######## logic_sequencer ########
**logic_sequencer: cell sizes after repair**

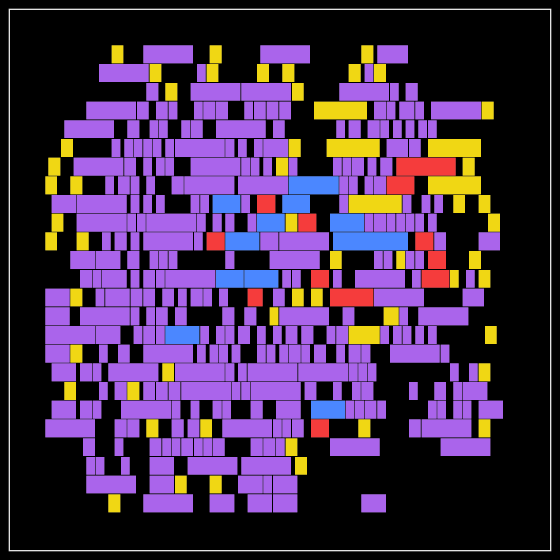

$ cat src/rtl/logic_sequencer.sv
// Accumulator-based command sequencer driving an external 8-bit logic unit.
// Optional result-consistency checker enabled by defining LOGIC_SEQ_CHECK_EN.
module logic_sequencer #(
  parameter logic [7:0] RESET_ACC   = 8'h00,
  parameter int         COUNT_WIDTH = 8
) (
  input  logic                   clk,
  input  logic                   rst,
  input  logic                   cmd_valid,
  output logic                   cmd_ready,
  input  logic [2:0]             cmd_op,
  input  logic [7:0]             cmd_data,
  output logic [7:0]             lu_A,
  output logic [7:0]             lu_B,
  output logic [1:0]             lu_sel,
  input  logic [7:0]             lu_result,
  input  logic [3:0]             lu_nzvc,
  output logic [7:0]             acc,
  output logic [3:0]             flags,
  output logic                   done,
  output logic [COUNT_WIDTH-1:0] op_count
`ifdef LOGIC_SEQ_CHECK_EN
  ,
  output logic                   err
`endif
);

  typedef enum logic [1:0] {
    ST_IDLE  = 2'd0,
    ST_ISSUE = 2'd1,
    ST_DONE  = 2'd2
  } state_t;

  localparam logic [2:0] OP_LD  = 3'b100;
  localparam logic [2:0] OP_LDZ = 3'b101;
  localparam logic [2:0] OP_LDN = 3'b110;
  localparam logic [2:0] OP_CLR = 3'b111;

  // N and Z follow the loaded value; V and C are cleared by local loads.
  function automatic logic [3:0] load_flags(input logic [7:0] value);
    return {value[7], (value == 8'h00), 2'b00};
  endfunction

  // A logic unit never produces V/C and its N/Z must match its result.
  function automatic logic nzvc_mismatch(input logic [7:0] res, input logic [3:0] nzvc);
    return (nzvc[1:0] != 2'b00) || (nzvc[2] != (res == 8'h00)) || (nzvc[3] != res[7]);
  endfunction

  state_t                 state_q, state_d;
  logic [2:0]             op_q, op_d;
  logic [7:0]             data_q, data_d;
  logic [7:0]             lu_a_q, lu_a_d;
  logic [7:0]             lu_b_q, lu_b_d;
  logic [1:0]             lu_sel_q, lu_sel_d;
  logic [7:0]             acc_q, acc_d;
  logic [3:0]             flags_q, flags_d;
  logic                   done_q, done_d;
  logic                   ready_q, ready_d;
  logic [COUNT_WIDTH-1:0] count_q, count_d;
`ifdef LOGIC_SEQ_CHECK_EN
  logic                   err_q, err_d;
`endif

  // Next-state and datapath update for the IDLE -> ISSUE -> DONE sequence.
  always_comb begin
    state_d  = state_q;
    op_d     = op_q;
    data_d   = data_q;
    lu_a_d   = lu_a_q;
    lu_b_d   = lu_b_q;
    lu_sel_d = lu_sel_q;
    acc_d    = acc_q;
    flags_d  = flags_q;
    count_d  = count_q;
`ifdef LOGIC_SEQ_CHECK_EN
    err_d    = err_q;
`endif
    case (state_q)
      ST_IDLE: begin
        if (cmd_valid && ready_q) begin
          op_d    = cmd_op;
          data_d  = cmd_data;
          state_d = ST_ISSUE;
          if (!cmd_op[2]) begin
            lu_a_d   = acc_q;
            lu_b_d   = cmd_data;
            lu_sel_d = cmd_op[1:0];
          end else begin
            lu_a_d   = lu_a_q;
          end
        end else begin
          state_d = ST_IDLE;
        end
      end
      ST_ISSUE: begin
        case (op_q)
          3'b000, 3'b001, 3'b010, 3'b011: begin
            acc_d   = lu_result;
            flags_d = lu_nzvc;
`ifdef LOGIC_SEQ_CHECK_EN
            err_d   = err_q | nzvc_mismatch(lu_result, lu_nzvc);
`endif
          end
          OP_LD: begin
            acc_d   = data_q;
            flags_d = load_flags(data_q);
          end
          OP_LDZ: begin
            if (flags_q[2]) begin
              acc_d = data_q;
            end else begin
              acc_d = acc_q;
            end
          end
          OP_LDN: begin
            if (flags_q[3]) begin
              acc_d = data_q;
            end else begin
              acc_d = acc_q;
            end
          end
          OP_CLR: begin
            acc_d   = RESET_ACC;
            flags_d = load_flags(RESET_ACC);
          end
          default: begin
            acc_d = acc_q;
          end
        endcase
        count_d = count_q + COUNT_WIDTH'(1);
        state_d = ST_DONE;
      end
      ST_DONE: begin
        state_d = ST_IDLE;
      end
      default: begin
        state_d = ST_IDLE;
      end
    endcase
    // Handshake and completion strobes are registered from the next state.
    ready_d = (state_d == ST_IDLE);
    done_d  = (state_d == ST_DONE);
  end

  // State and output registers; reset discards any in-flight command.
  always_ff @(posedge clk) begin
    if (rst) begin
      state_q  <= ST_IDLE;
      op_q     <= 3'b000;
      data_q   <= 8'h00;
      lu_a_q   <= 8'h00;
      lu_b_q   <= 8'h00;
      lu_sel_q <= 2'b00;
      acc_q    <= RESET_ACC;
      flags_q  <= 4'b0000;
      done_q   <= 1'b0;
      ready_q  <= 1'b1;
      count_q  <= '0;
`ifdef LOGIC_SEQ_CHECK_EN
      err_q    <= 1'b0;
`endif
    end else begin
      state_q  <= state_d;
      op_q     <= op_d;
      data_q   <= data_d;
      lu_a_q   <= lu_a_d;
      lu_b_q   <= lu_b_d;
      lu_sel_q <= lu_sel_d;
      acc_q    <= acc_d;
      flags_q  <= flags_d;
      done_q   <= done_d;
      ready_q  <= ready_d;
      count_q  <= count_d;
`ifdef LOGIC_SEQ_CHECK_EN
      err_q    <= err_d;
`endif
    end
  end

  assign cmd_ready = ready_q;
  assign lu_A      = lu_a_q;
  assign lu_B      = lu_b_q;
  assign lu_sel    = lu_sel_q;
  assign acc       = acc_q;
  assign flags     = flags_q;
  assign done      = done_q;
  assign op_count  = count_q;
`ifdef LOGIC_SEQ_CHECK_EN
  assign err       = err_q;
`endif

endmodule

$ cat config.mk
export PLATFORM = sky130hd
export DESIGN_NAME = logic_sequencer
export DESIGN_NICKNAME = d
export VERILOG_FILES = /design/src/rtl/logic_sequencer.sv
export SDC_FILE = /design/constraint.sdc
export NUM_CORES = 1
export LEC_CHECK = 0
export ABC_AREA = 1
export CAP_MARGIN = 0
export CORE_MARGIN = 5
export CORE_UTILIZATION = 46
export DETAILED_ROUTE_END_ITERATION = 6
export GPL_TIMING_DRIVEN = 0
export PLACE_DENSITY = 0.86
export SYNTH_ARGS = -nofsm -noshare
export SYNTH_HDL_FRONTEND = slang
export SYNTH_SLANG_ARGS = --single-unit
$ cat constraint.sdc
create_clock -name clk -period 1.3 [get_ports clk]
set_input_delay 0.39 -clock clk [delete_from_list [all_inputs] [get_ports clk]]
set_output_delay 0.39 -clock clk [all_outputs]
set_load 0.02 [all_outputs]
######## cc_or_row_scheduler ########
<file path="config.mk">
export PLATFORM = sky130hd
export DESIGN_NAME = cc_or_row_scheduler
export DESIGN_NICKNAME = d
export VERILOG_FILES = /design/src/rtl/cc_or_row_scheduler.sv
export SDC_FILE = /design/constraint.sdc
export NUM_CORES = 1
export LEC_CHECK = 0
export CORE_MARGIN = 3
export CORE_UTILIZATION = 44
export CTS_CLUSTER_SIZE = 12
export DETAILED_ROUTE_END_ITERATION = 16
export GPL_TIMING_DRIVEN = 0
export MAX_ROUTING_LAYER = met4
export PLACE_DENSITY = 0.86
export SYNTH_ARGS = -nofsm -noshare
export SYNTH_HDL_FRONTEND = slang
export SYNTH_SLANG_ARGS = --single-unit
</file>
<file path="constraint.sdc">
create_clock -name CC_ORSCHED_CLOCK_50 -period 4.45 [get_ports CC_ORSCHED_CLOCK_50]
set_input_delay 0.445 -clock CC_ORSCHED_CLOCK_50 [delete_from_list [all_inputs] [get_ports CC_ORSCHED_CLOCK_50]]
set_output_delay 0.445 -clock CC_ORSCHED_CLOCK_50 [all_outputs]
set_load 0.05 [all_outputs]
</file>
<file path="src/rtl/cc_or_row_scheduler.sv">
// -----------------------------------------------------------------------------
// cc_or_row_scheduler
//
// Frame sequencer for the obstacle/point OR compositing path of the LED-matrix
// game. A frame starts when the active-low start request is seen in IDLE. The
// block then walks rows 0..NUMBER_ROWS-1. For each row it reads the obstacle
// row and the point row, ORs them, and pushes the result to the display driver
// over a valid/ready handshake. It also reports whether any bit was set in
// both the obstacle and the point row at any point during the frame.
//
// Ports
//   CC_ORSCHED_CLOCK_50       in   system clock, rising edge
//   CC_ORSCHED_RESET_InHigh   in   asynchronous active-high reset
//   CC_ORSCHED_start_InLow    in   frame start request (0 = start), IDLE only
//   CC_ORSCHED_rdAddr_OutBUS  out  row address to both row sources
//   CC_ORSCHED_rdEn_Out       out  read strobe; data arrive the next cycle
//   CC_ORSCHED_obs_InBUS      in   obstacle row data
//   CC_ORSCHED_point_InBUS    in   point (player) row data
//   CC_ORSCHED_OutBUS         out  composited row (obs | point)
//   CC_ORSCHED_row_OutBUS     out  row index belonging to OutBUS
//   CC_ORSCHED_valid_Out      out  OutBUS/row_OutBUS valid
//   CC_ORSCHED_ready_In       in   display driver accepts the row
//   CC_ORSCHED_busy_Out       out  high whenever not IDLE
//   CC_ORSCHED_frameDone_Out  out  one-cycle pulse at frame end
//   CC_ORSCHED_collision_Out  out  collision result of the last finished frame
//
// state | meaning
// ------+---------------------------------------------------------------
// IDLE  | waiting for start request; row counter and accumulator reset on start
// FETCH | rdEn asserted with rdAddr = row counter (one cycle)
// WAIT  | source data valid; capture OR result, row index, collision bit
// PUSH  | valid asserted until the display driver takes the row
// DONE  | frameDone pulse; collision output takes the frame accumulator
// -----------------------------------------------------------------------------
module cc_or_row_scheduler #(
    parameter int NUMBER_DATAWIDTH = 8,
    parameter int NUMBER_ROWS      = 8,
    parameter int NUMBER_ROWADDR   = 3
) (
    input  logic                        CC_ORSCHED_CLOCK_50,
    input  logic                        CC_ORSCHED_RESET_InHigh,
    input  logic                        CC_ORSCHED_start_InLow,
    output logic [NUMBER_ROWADDR-1:0]   CC_ORSCHED_rdAddr_OutBUS,
    output logic                        CC_ORSCHED_rdEn_Out,
    input  logic [NUMBER_DATAWIDTH-1:0] CC_ORSCHED_obs_InBUS,
    input  logic [NUMBER_DATAWIDTH-1:0] CC_ORSCHED_point_InBUS,
    output logic [NUMBER_DATAWIDTH-1:0] CC_ORSCHED_OutBUS,
    output logic [NUMBER_ROWADDR-1:0]   CC_ORSCHED_row_OutBUS,
    output logic                        CC_ORSCHED_valid_Out,
    input  logic                        CC_ORSCHED_ready_In,
    output logic                        CC_ORSCHED_busy_Out,
    output logic                        CC_ORSCHED_frameDone_Out,
    output logic                        CC_ORSCHED_collision_Out
);

    typedef enum logic [2:0] {
        ST_IDLE  = 3'd0,
        ST_FETCH = 3'd1,
        ST_WAIT  = 3'd2,
        ST_PUSH  = 3'd3,
        ST_DONE  = 3'd4
    } state_t;

    localparam logic [NUMBER_ROWADDR-1:0] LAST_ROW = NUMBER_ROWADDR'(NUMBER_ROWS - 1);
    localparam logic [NUMBER_ROWADDR-1:0] ROW_ONE  = NUMBER_ROWADDR'(1);

    state_t                        state_q, state_d;
    logic [NUMBER_ROWADDR-1:0]     row_q, row_d;
    logic [NUMBER_DATAWIDTH-1:0]   out_q, out_d;
    logic [NUMBER_ROWADDR-1:0]     out_row_q, out_row_d;
    logic                          acc_q, acc_d;
    logic                          coll_q, coll_d;

    always_ff @(posedge CC_ORSCHED_CLOCK_50 or posedge CC_ORSCHED_RESET_InHigh) begin
        if (CC_ORSCHED_RESET_InHigh) begin
            state_q   <= ST_IDLE;
            row_q     <= '0;
            out_q     <= '0;
            out_row_q <= '0;
            acc_q     <= 1'b0;
            coll_q    <= 1'b0;
        end else begin
            state_q   <= state_d;
            row_q     <= row_d;
            out_q     <= out_d;
            out_row_q <= out_row_d;
            acc_q     <= acc_d;
            coll_q    <= coll_d;
        end
    end

    always_comb begin
        state_d   = state_q;
        row_d     = row_q;
        out_d     = out_q;
        out_row_d = out_row_q;
        acc_d     = acc_q;
        coll_d    = coll_q;

        case (state_q)
            ST_IDLE: begin
                if (!CC_ORSCHED_start_InLow) begin
                    state_d = ST_FETCH;
                    row_d   = '0;
                    acc_d   = 1'b0;
                end
            end
            ST_FETCH: begin
                state_d = ST_WAIT;
            end
            ST_WAIT: begin
                out_d     = CC_ORSCHED_obs_InBUS | CC_ORSCHED_point_InBUS;
                out_row_d = row_q;
                acc_d     = acc_q | (|(CC_ORSCHED_obs_InBUS & CC_ORSCHED_point_InBUS));
                state_d   = ST_PUSH;
            end
            ST_PUSH: begin
                // Output registers are untouched here, so a stall keeps the
                // row stable for as long as ready stays low.
                if (CC_ORSCHED_ready_In) begin
                    if (row_q == LAST_ROW) begin
                        state_d = ST_DONE;
                    end else begin
                        row_d   = row_q + ROW_ONE;
                        state_d = ST_FETCH;
                    end
                end
            end
            ST_DONE: begin
                coll_d  = acc_q;
                state_d = ST_IDLE;
            end
            default: begin
                state_d = ST_IDLE;
            end
        endcase
    end

    // The row counter only changes on start or on a handshake, so it doubles
    // as the read address and naturally holds between fetches.
    assign CC_ORSCHED_rdAddr_OutBUS = row_q;
    assign CC_ORSCHED_rdEn_Out      = (state_q == ST_FETCH);
    assign CC_ORSCHED_OutBUS        = out_q;
    assign CC_ORSCHED_row_OutBUS    = out_row_q;
    assign CC_ORSCHED_valid_Out     = (state_q == ST_PUSH);
    assign CC_ORSCHED_busy_Out      = (state_q != ST_IDLE);
    assign CC_ORSCHED_frameDone_Out = (state_q == ST_DONE);
    assign CC_ORSCHED_collision_Out = coll_q;

endmodule

</file>
######## uart_word_arbiter ########
## config.mk

```make
export PLATFORM = sky130hd
export DESIGN_NAME = uart_word_arbiter
export DESIGN_NICKNAME = d
export VERILOG_FILES = /design/src/rtl/uart_word_arbiter.sv
export SDC_FILE = /design/constraint.sdc
export NUM_CORES = 1
export LEC_CHECK = 0
export CELL_PAD_IN_SITES_DETAIL_PLACEMENT = 2
export CELL_PAD_IN_SITES_GLOBAL_PLACEMENT = 2
export CORE_MARGIN = 5
export CORE_UTILIZATION = 29
export CTS_CLUSTER_DIAMETER = 80
export DETAILED_ROUTE_END_ITERATION = 12
export HOLD_SLACK_MARGIN = 0.05
export PLACE_DENSITY = 0.85
export SETUP_SLACK_MARGIN = 0.4
export SYNTH_ARGS = -nofsm -noshare
export SYNTH_HDL_FRONTEND = slang
export SYNTH_SLANG_ARGS = --single-unit
```

## constraint.sdc

```tcl
create_clock -name clk -period 4.5 [get_ports clk]
set_input_delay 0.45 -clock clk [delete_from_list [all_inputs] [get_ports clk]]
set_output_delay 0.45 -clock clk [all_outputs]
set_load 0.05 [all_outputs]
```

## src/rtl/uart_word_arbiter.sv

```systemverilog
// uart_word_arbiter
//   Shares one uart_tx among NUM_REQ word-sized requesters. A granted word is
//   latched, then sent MSB-byte first over the uart_tx handshake. Grants are
//   made per word, so bytes from different requesters never interleave.
//
// Ports
//   clk          system clock
//   rst          synchronous active-high reset
//   req_valid_i  per-requester word pending (held until its ready pulse)
//   req_data_i   requester i occupies slice i (WORD_SIZE_BY*PAYLOAD_BITS wide)
//   req_ready_o  one-cycle accept pulse, one-hot
//   grant_o      one-hot owner of the word in flight, 0 when idle
//   tx_en_o      one-cycle start pulse to uart_tx
//   tx_data_o    byte to uart_tx, stable while tx_en_o is high
//   tx_busy_i    uart_tx busy
//   busy_o       high whenever the FSM is not idle
//
// Configuration
//   UART_ARB_FIXED_PRIORITY_EN: lowest-index valid requester always wins and
//   the round-robin pointer is held at 0. Undefined: round-robin.
module uart_word_arbiter #(
  parameter int unsigned NUM_REQ      = 2,
  parameter int unsigned WORD_SIZE_BY = 4,
  parameter int unsigned PAYLOAD_BITS = 8
) (
  input  logic                                     clk,
  input  logic                                     rst,
  input  logic [NUM_REQ-1:0]                       req_valid_i,
  input  logic [NUM_REQ*WORD_SIZE_BY*PAYLOAD_BITS-1:0] req_data_i,
  output logic [NUM_REQ-1:0]                       req_ready_o,
  output logic [NUM_REQ-1:0]                       grant_o,
  output logic                                     tx_en_o,
  output logic [PAYLOAD_BITS-1:0]                  tx_data_o,
  input  logic                                     tx_busy_i,
  output logic                                     busy_o
);

  localparam int unsigned WordBits = WORD_SIZE_BY * PAYLOAD_BITS;
  localparam int unsigned CntW     = (WORD_SIZE_BY > 1) ? $clog2(WORD_SIZE_BY) : 1;
  localparam int unsigned PtrW     = (NUM_REQ > 1) ? $clog2(NUM_REQ) : 1;
  localparam logic [CntW-1:0] LastCnt = CntW'(WORD_SIZE_BY - 1);

  typedef enum logic [1:0] {StIdle, StSend, StWaitAck, StWaitDone} state_e;

  state_e                r_state;
  logic [WordBits-1:0]   r_shift;
  logic [CntW-1:0]       r_cnt;
  logic [PtrW-1:0]       r_ptr;
  logic [PtrW-1:0]       r_owner;
  logic [NUM_REQ-1:0]    r_ready;
  logic [NUM_REQ-1:0]    r_grant;
  logic                  r_tx_en;
  logic [PAYLOAD_BITS-1:0] r_tx_data;
  logic                  r_busy;

  logic [NUM_REQ-1:0]    w_rot;
  logic                  w_found;
  logic [PtrW-1:0]       w_win;
  logic [NUM_REQ-1:0]    w_onehot;

  // Rotate valids so bit 0 is the requester at the pointer, then take the
  // first set bit. With the pointer held at 0 this is plain fixed priority.
  always_comb begin
    w_rot   = NUM_REQ'({req_valid_i, req_valid_i} >> r_ptr);
    w_found = 1'b0;
    w_win   = '0;
    for (int unsigned k = 0; k < NUM_REQ; k++) begin
      if (!w_found && w_rot[k]) begin
        w_found = 1'b1;
        w_win   = PtrW'((32'(r_ptr) + k) % NUM_REQ);
      end
    end
    for (int unsigned i = 0; i < NUM_REQ; i++) begin
      w_onehot[i] = (32'(w_win) == i);
    end
  end

  always_ff @(posedge clk) begin
    if (rst) begin
      r_state   <= StIdle;
      r_shift   <= '0;
      r_cnt     <= '0;
      r_ptr     <= '0;
      r_owner   <= '0;
      r_ready   <= '0;
      r_grant   <= '0;
      r_tx_en   <= 1'b0;
      r_tx_data <= '0;
      r_busy    <= 1'b0;
    end else begin
      r_ready <= '0;
      r_tx_en <= 1'b0;
      unique case (r_state)
        StIdle: begin
          if (w_found) begin
            r_shift <= req_data_i[32'(w_win)*WordBits +: WordBits];
            r_ready <= w_onehot;
            r_grant <= w_onehot;
            r_owner <= w_win;
            r_cnt   <= '0;
            r_busy  <= 1'b1;
            r_state <= StSend;
          end
        end
        StSend: begin
          if (!tx_busy_i) begin
            r_tx_en   <= 1'b1;
            r_tx_data <= r_shift[WordBits-1 -: PAYLOAD_BITS];
            r_state   <= StWaitAck;
          end
        end
        StWaitAck: begin
          // Busy may rise any cycle after the start pulse; wait for it so the
          // previous byte's idle level is never mistaken for completion.
          if (tx_busy_i) r_state <= StWaitDone;
        end
        StWaitDone: begin
          if (!tx_busy_i) begin
            if (r_cnt == LastCnt) begin
              r_grant <= '0;
              r_busy  <= 1'b0;
`ifdef UART_ARB_FIXED_PRIORITY_EN
              r_ptr   <= '0;
`else
              r_ptr   <= (32'(r_owner) == NUM_REQ - 1) ? '0 : r_owner + 1'b1;
`endif
              r_state <= StIdle;
            end else begin
              r_shift <= r_shift << PAYLOAD_BITS;
              r_cnt   <= r_cnt + 1'b1;
              r_state <= StSend;
            end
          end
        end
        default: r_state <= StIdle;
      endcase
    end
  end

  assign req_ready_o = r_ready;
  assign grant_o     = r_grant;
  assign tx_en_o     = r_tx_en;
  assign tx_data_o   = r_tx_data;
  assign busy_o      = r_busy;

endmodule

```


==> notes/layouts.md <==
Pictures saved along the way, in no particular order.

Routing congestion map.
image #1
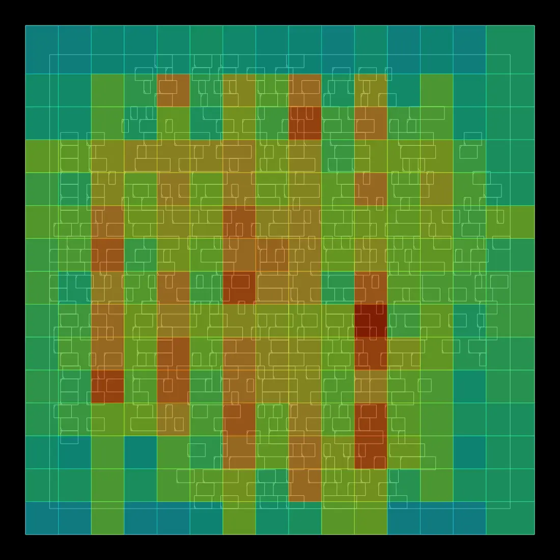
image #2
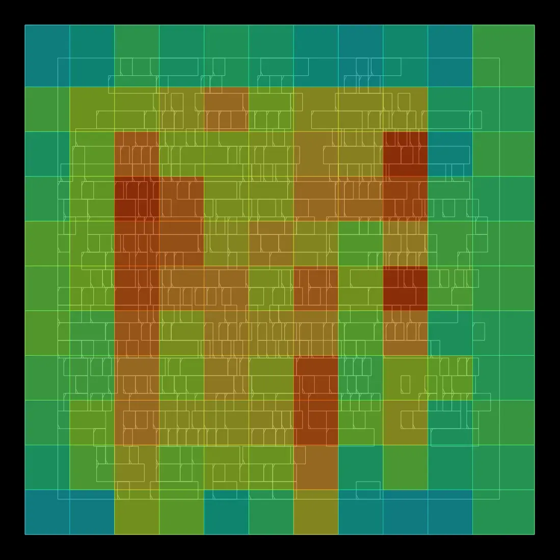
image #3
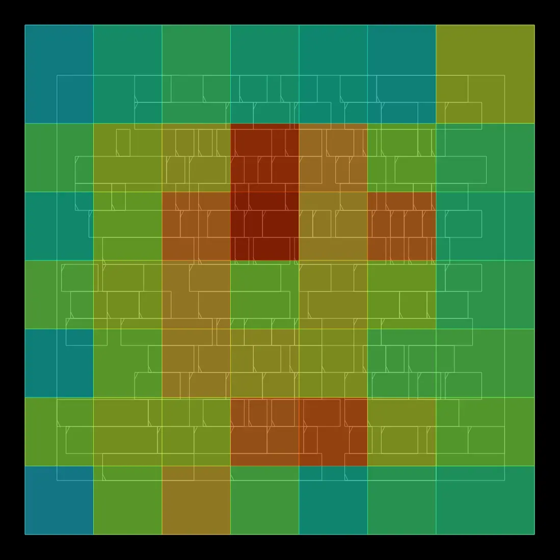
| from | picture |
|---|---|
| uart_word_arbiter | image #1 |
| logic_sequencer | image #2 |
| cc_or_row_scheduler | image #3 |
- highest utilization: image #3

**cc_or_row_scheduler: cell density map**

Scale bar: 20 um. The die is cut into 10 by 10 equal tiles; dark blue is low, red is high, 0 to 100% covered.
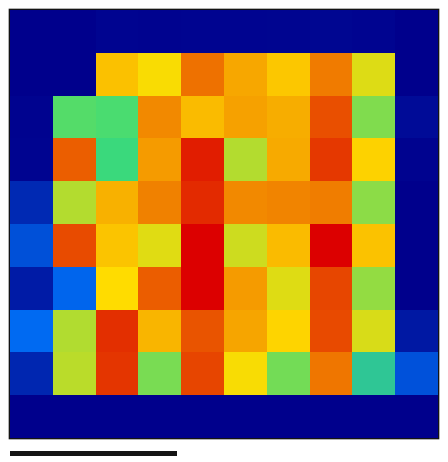
41% of the tiles are over 75% full. The emptiest ninth of the die: north-west. The densest ninth of the die: centre.
core area: 1840 um^2
fp util: 49.1%
Core Util, Final: 73.0%

**cc_or_row_scheduler: signal wires on met1**

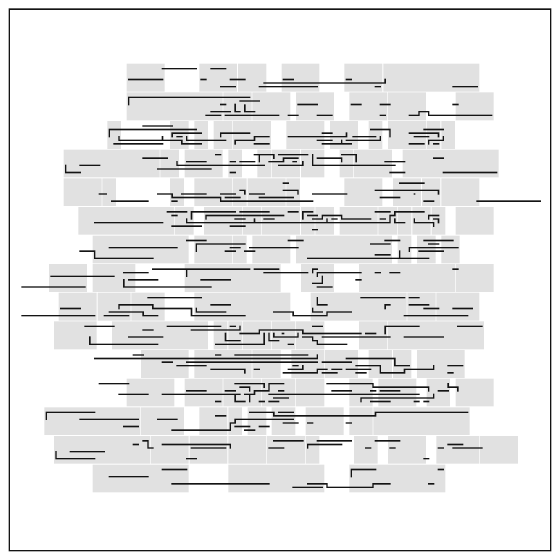
The layer holds 40% of the routed length. 136 nets have wire on it. The wires run mostly horizontal. The layer carries 862 um of wire. The longest straight run is 21.2 um.

==> flow_summary_export.csv, cc_or_row_scheduler <==
group,metric,value,unit
run_status,status,"finished, final reports clean",
timing,fmax,403,MHz
synthesis,ys_cells,85,
cts,cts.repair.resized,0,
global_routing,grt-ovfl-total,0,
timing,worst-slew-pin-transition,706,ps
setup_path,crit_arrival,2030,ps
power_and_ir_drop,seqPwrFrac,29.4,%
cts,clkSinkCount,19,
power_and_ir_drop,powerDensity,725,nW/um^2
timing,timing.hold.ws,522,ps
synthesis,xor_area_share,0,%
cells_and_area,comb_area,390,um^2
cts,cts-htree-levels,1,
cells_and_area,largest_reg_flops,8,
## cc_or_row_scheduler: Yosys cell counts, types with 2 or more instances
master / count / area, um^2
dfrtp_1: 19 / 475
nor2_1: 18 / 67.6
a21oi_1: 8 / 40.0
a22oi_1: 4 / 30.0
mux2_2: 4 / 45.0
a22o_1: 3 / 26.3
buf_2: 3 / 15.0
nor2b_1: 3 / 18.8
ha_1: 2 / 25.0
nand2_1: 2 / 7.51
or3_1: 2 / 12.5
**uart_word_arbiter: signal wires on met1**

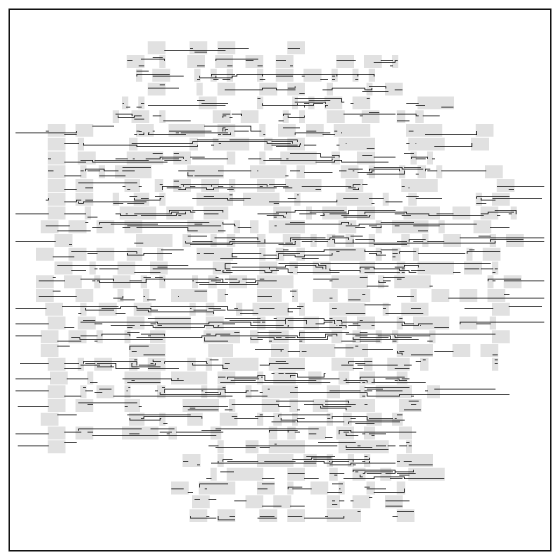
The longest straight run is 33.6 um. The wires run mostly horizontal.

==> flow_summary_export.csv, uart_word_arbiter <==
group,metric,value,unit
cells_and_area,nFillCells,1029,
cts,hold_buffers,0,
cells_and_area,n_all_inverters,28,
cells_and_area,final_cell_mix,"clkdlybuf4s50_1 (82), nor2_1 (55), dfxtp_1 (52), mux2i_1 (33)",
floorplan,coreArea,9200,um^2
floorplan,initial_core_util,29.5,%
setup_path,rr_worst_depth,4,
setup_path,cp_top_family,"AND-OR/OR-AND gates",
synthesis,top_cell,"nor2_1",
min_path,worstHoldPathType,"register to register",
drt,drc,0,
synthesis,syn_inst,314,
cts,post-cts-setup-buffer-count,0,
cts,cts_root_buffer,"clkbuf_8",
run_status,status,"finished, final reports clean",
global_routing,use_met3,3.73,%
timing,slew_headroom,36.7,%
setup_path,reg2reg_slack,1960,ps
[uart_word_arbiter: cells by family (layout without fill, tap and decap cells)]
logic type,Yosys count,after routing
compound gates,79,79
fa+ha+maj,7,7
buf+inv,52,122
flops,52,52
mux,34,34
simple gates,90,90
[uart_word_arbiter: where the power goes]
group	total, mW	switching, mW	internal, mW	leakage (nW)
Combinational	0.739	0.429	0.309	0.899
Clock	0.266	0.158	0.109	0.0479
Sequential	0.692	0.0846	0.607	0.427
Total	1.70	0.672	1.03	1.37
**logic_sequencer: cell density map**

Scale bar: 20 um. The die is cut into 8 by 8 equal tiles; dark blue is low, red is high, 0 to 100% covered.
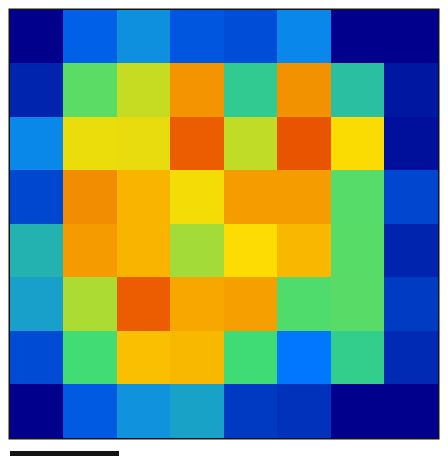
The emptiest ninth of the die: south-east. The densest ninth of the die: centre. The fullest tile reaches 91%.
fp util: 46.7%
core area: 4630 um^2
Core Util, Final: 61.7%

**logic_sequencer: signal wires on met2**

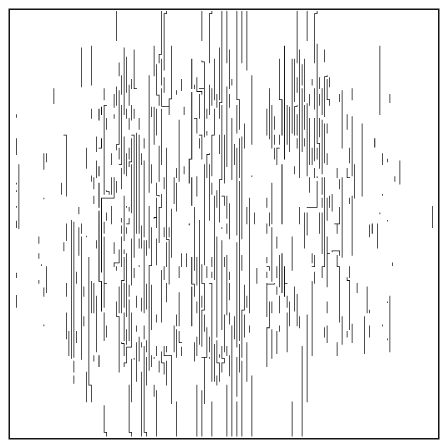
The layer carries 2,710 um of wire. The longest straight run is 29.2 um.
GR Util met2: 31.7%
via count: 2,172

Notes on 'cell sizes after repair' of logic_sequencer above:
drive 6 and up: shown in blue, cells 11, most used clkbuf_8. drive 2: shown in yellow, cells 57, most used buf_2. drive 3 to 4: shown in red, cells 12, most used buf_4. drive 1 or less: shown in purple, cells 299, most used nor2_1.

==> flow_summary_export.csv, logic_sequencer <==
group,metric,value,unit
run_status,status,"finished, final reports clean",
min_path,worstHoldPathType,"register to register",
synthesis,fa_ha_area_share,0.579,%
global_routing,use_met1,23.6,%
setup_path,crit_arrival,860,ps
cts,cts.repair.resized,169,
setup_path,cp_top_family,"flip-flops",
synthesis,yosys_register_bits,52,
synthesis,yosysSeqAreaShare,48.2,%
cts,max-clock-path-buffers,2,
timing,fmax,801,MHz
timing,slew_headroom,76.5,%
cells_and_area,clkbuf_count,5,
power_and_ir_drop,power_frac_clock,30.2,%
synthesis,ys_types,24,
synthesis,logic_family,"simple AND/OR/NAND/NOR gates",
synthesis,avgSynthCellArea,7.18,um^2
cells_and_area,nFillCells,427,
synthesis,yosys-stat-area,2160,um^2
global_routing,grt_pass1_vias,2009,
run,warnings,26,
cts,clkSinkCount,52,
synthesis,syn_nets,328,
power_and_ir_drop,swShare,29.1,%
-- logic_sequencer: layer usage --
metal / routed length (um) / vias to the layer above
met4: 73 / 0
li1: - / 1103
met1: 2440 / 999
met2: 2710 / 62
met5: 0 / -
met3: 377 / 8
-- logic_sequencer: flip-flops by register name (all words and copies together), names as in the netlist --
signal	cells
lu_sel	2
lu_B	8
op_count	8
op_q	3
flags	4
data_q	8
acc	8
cmd_ready	1
lu_A	8
state_q	2

No activity file was given, so power comes from the tool's default toggle rates.
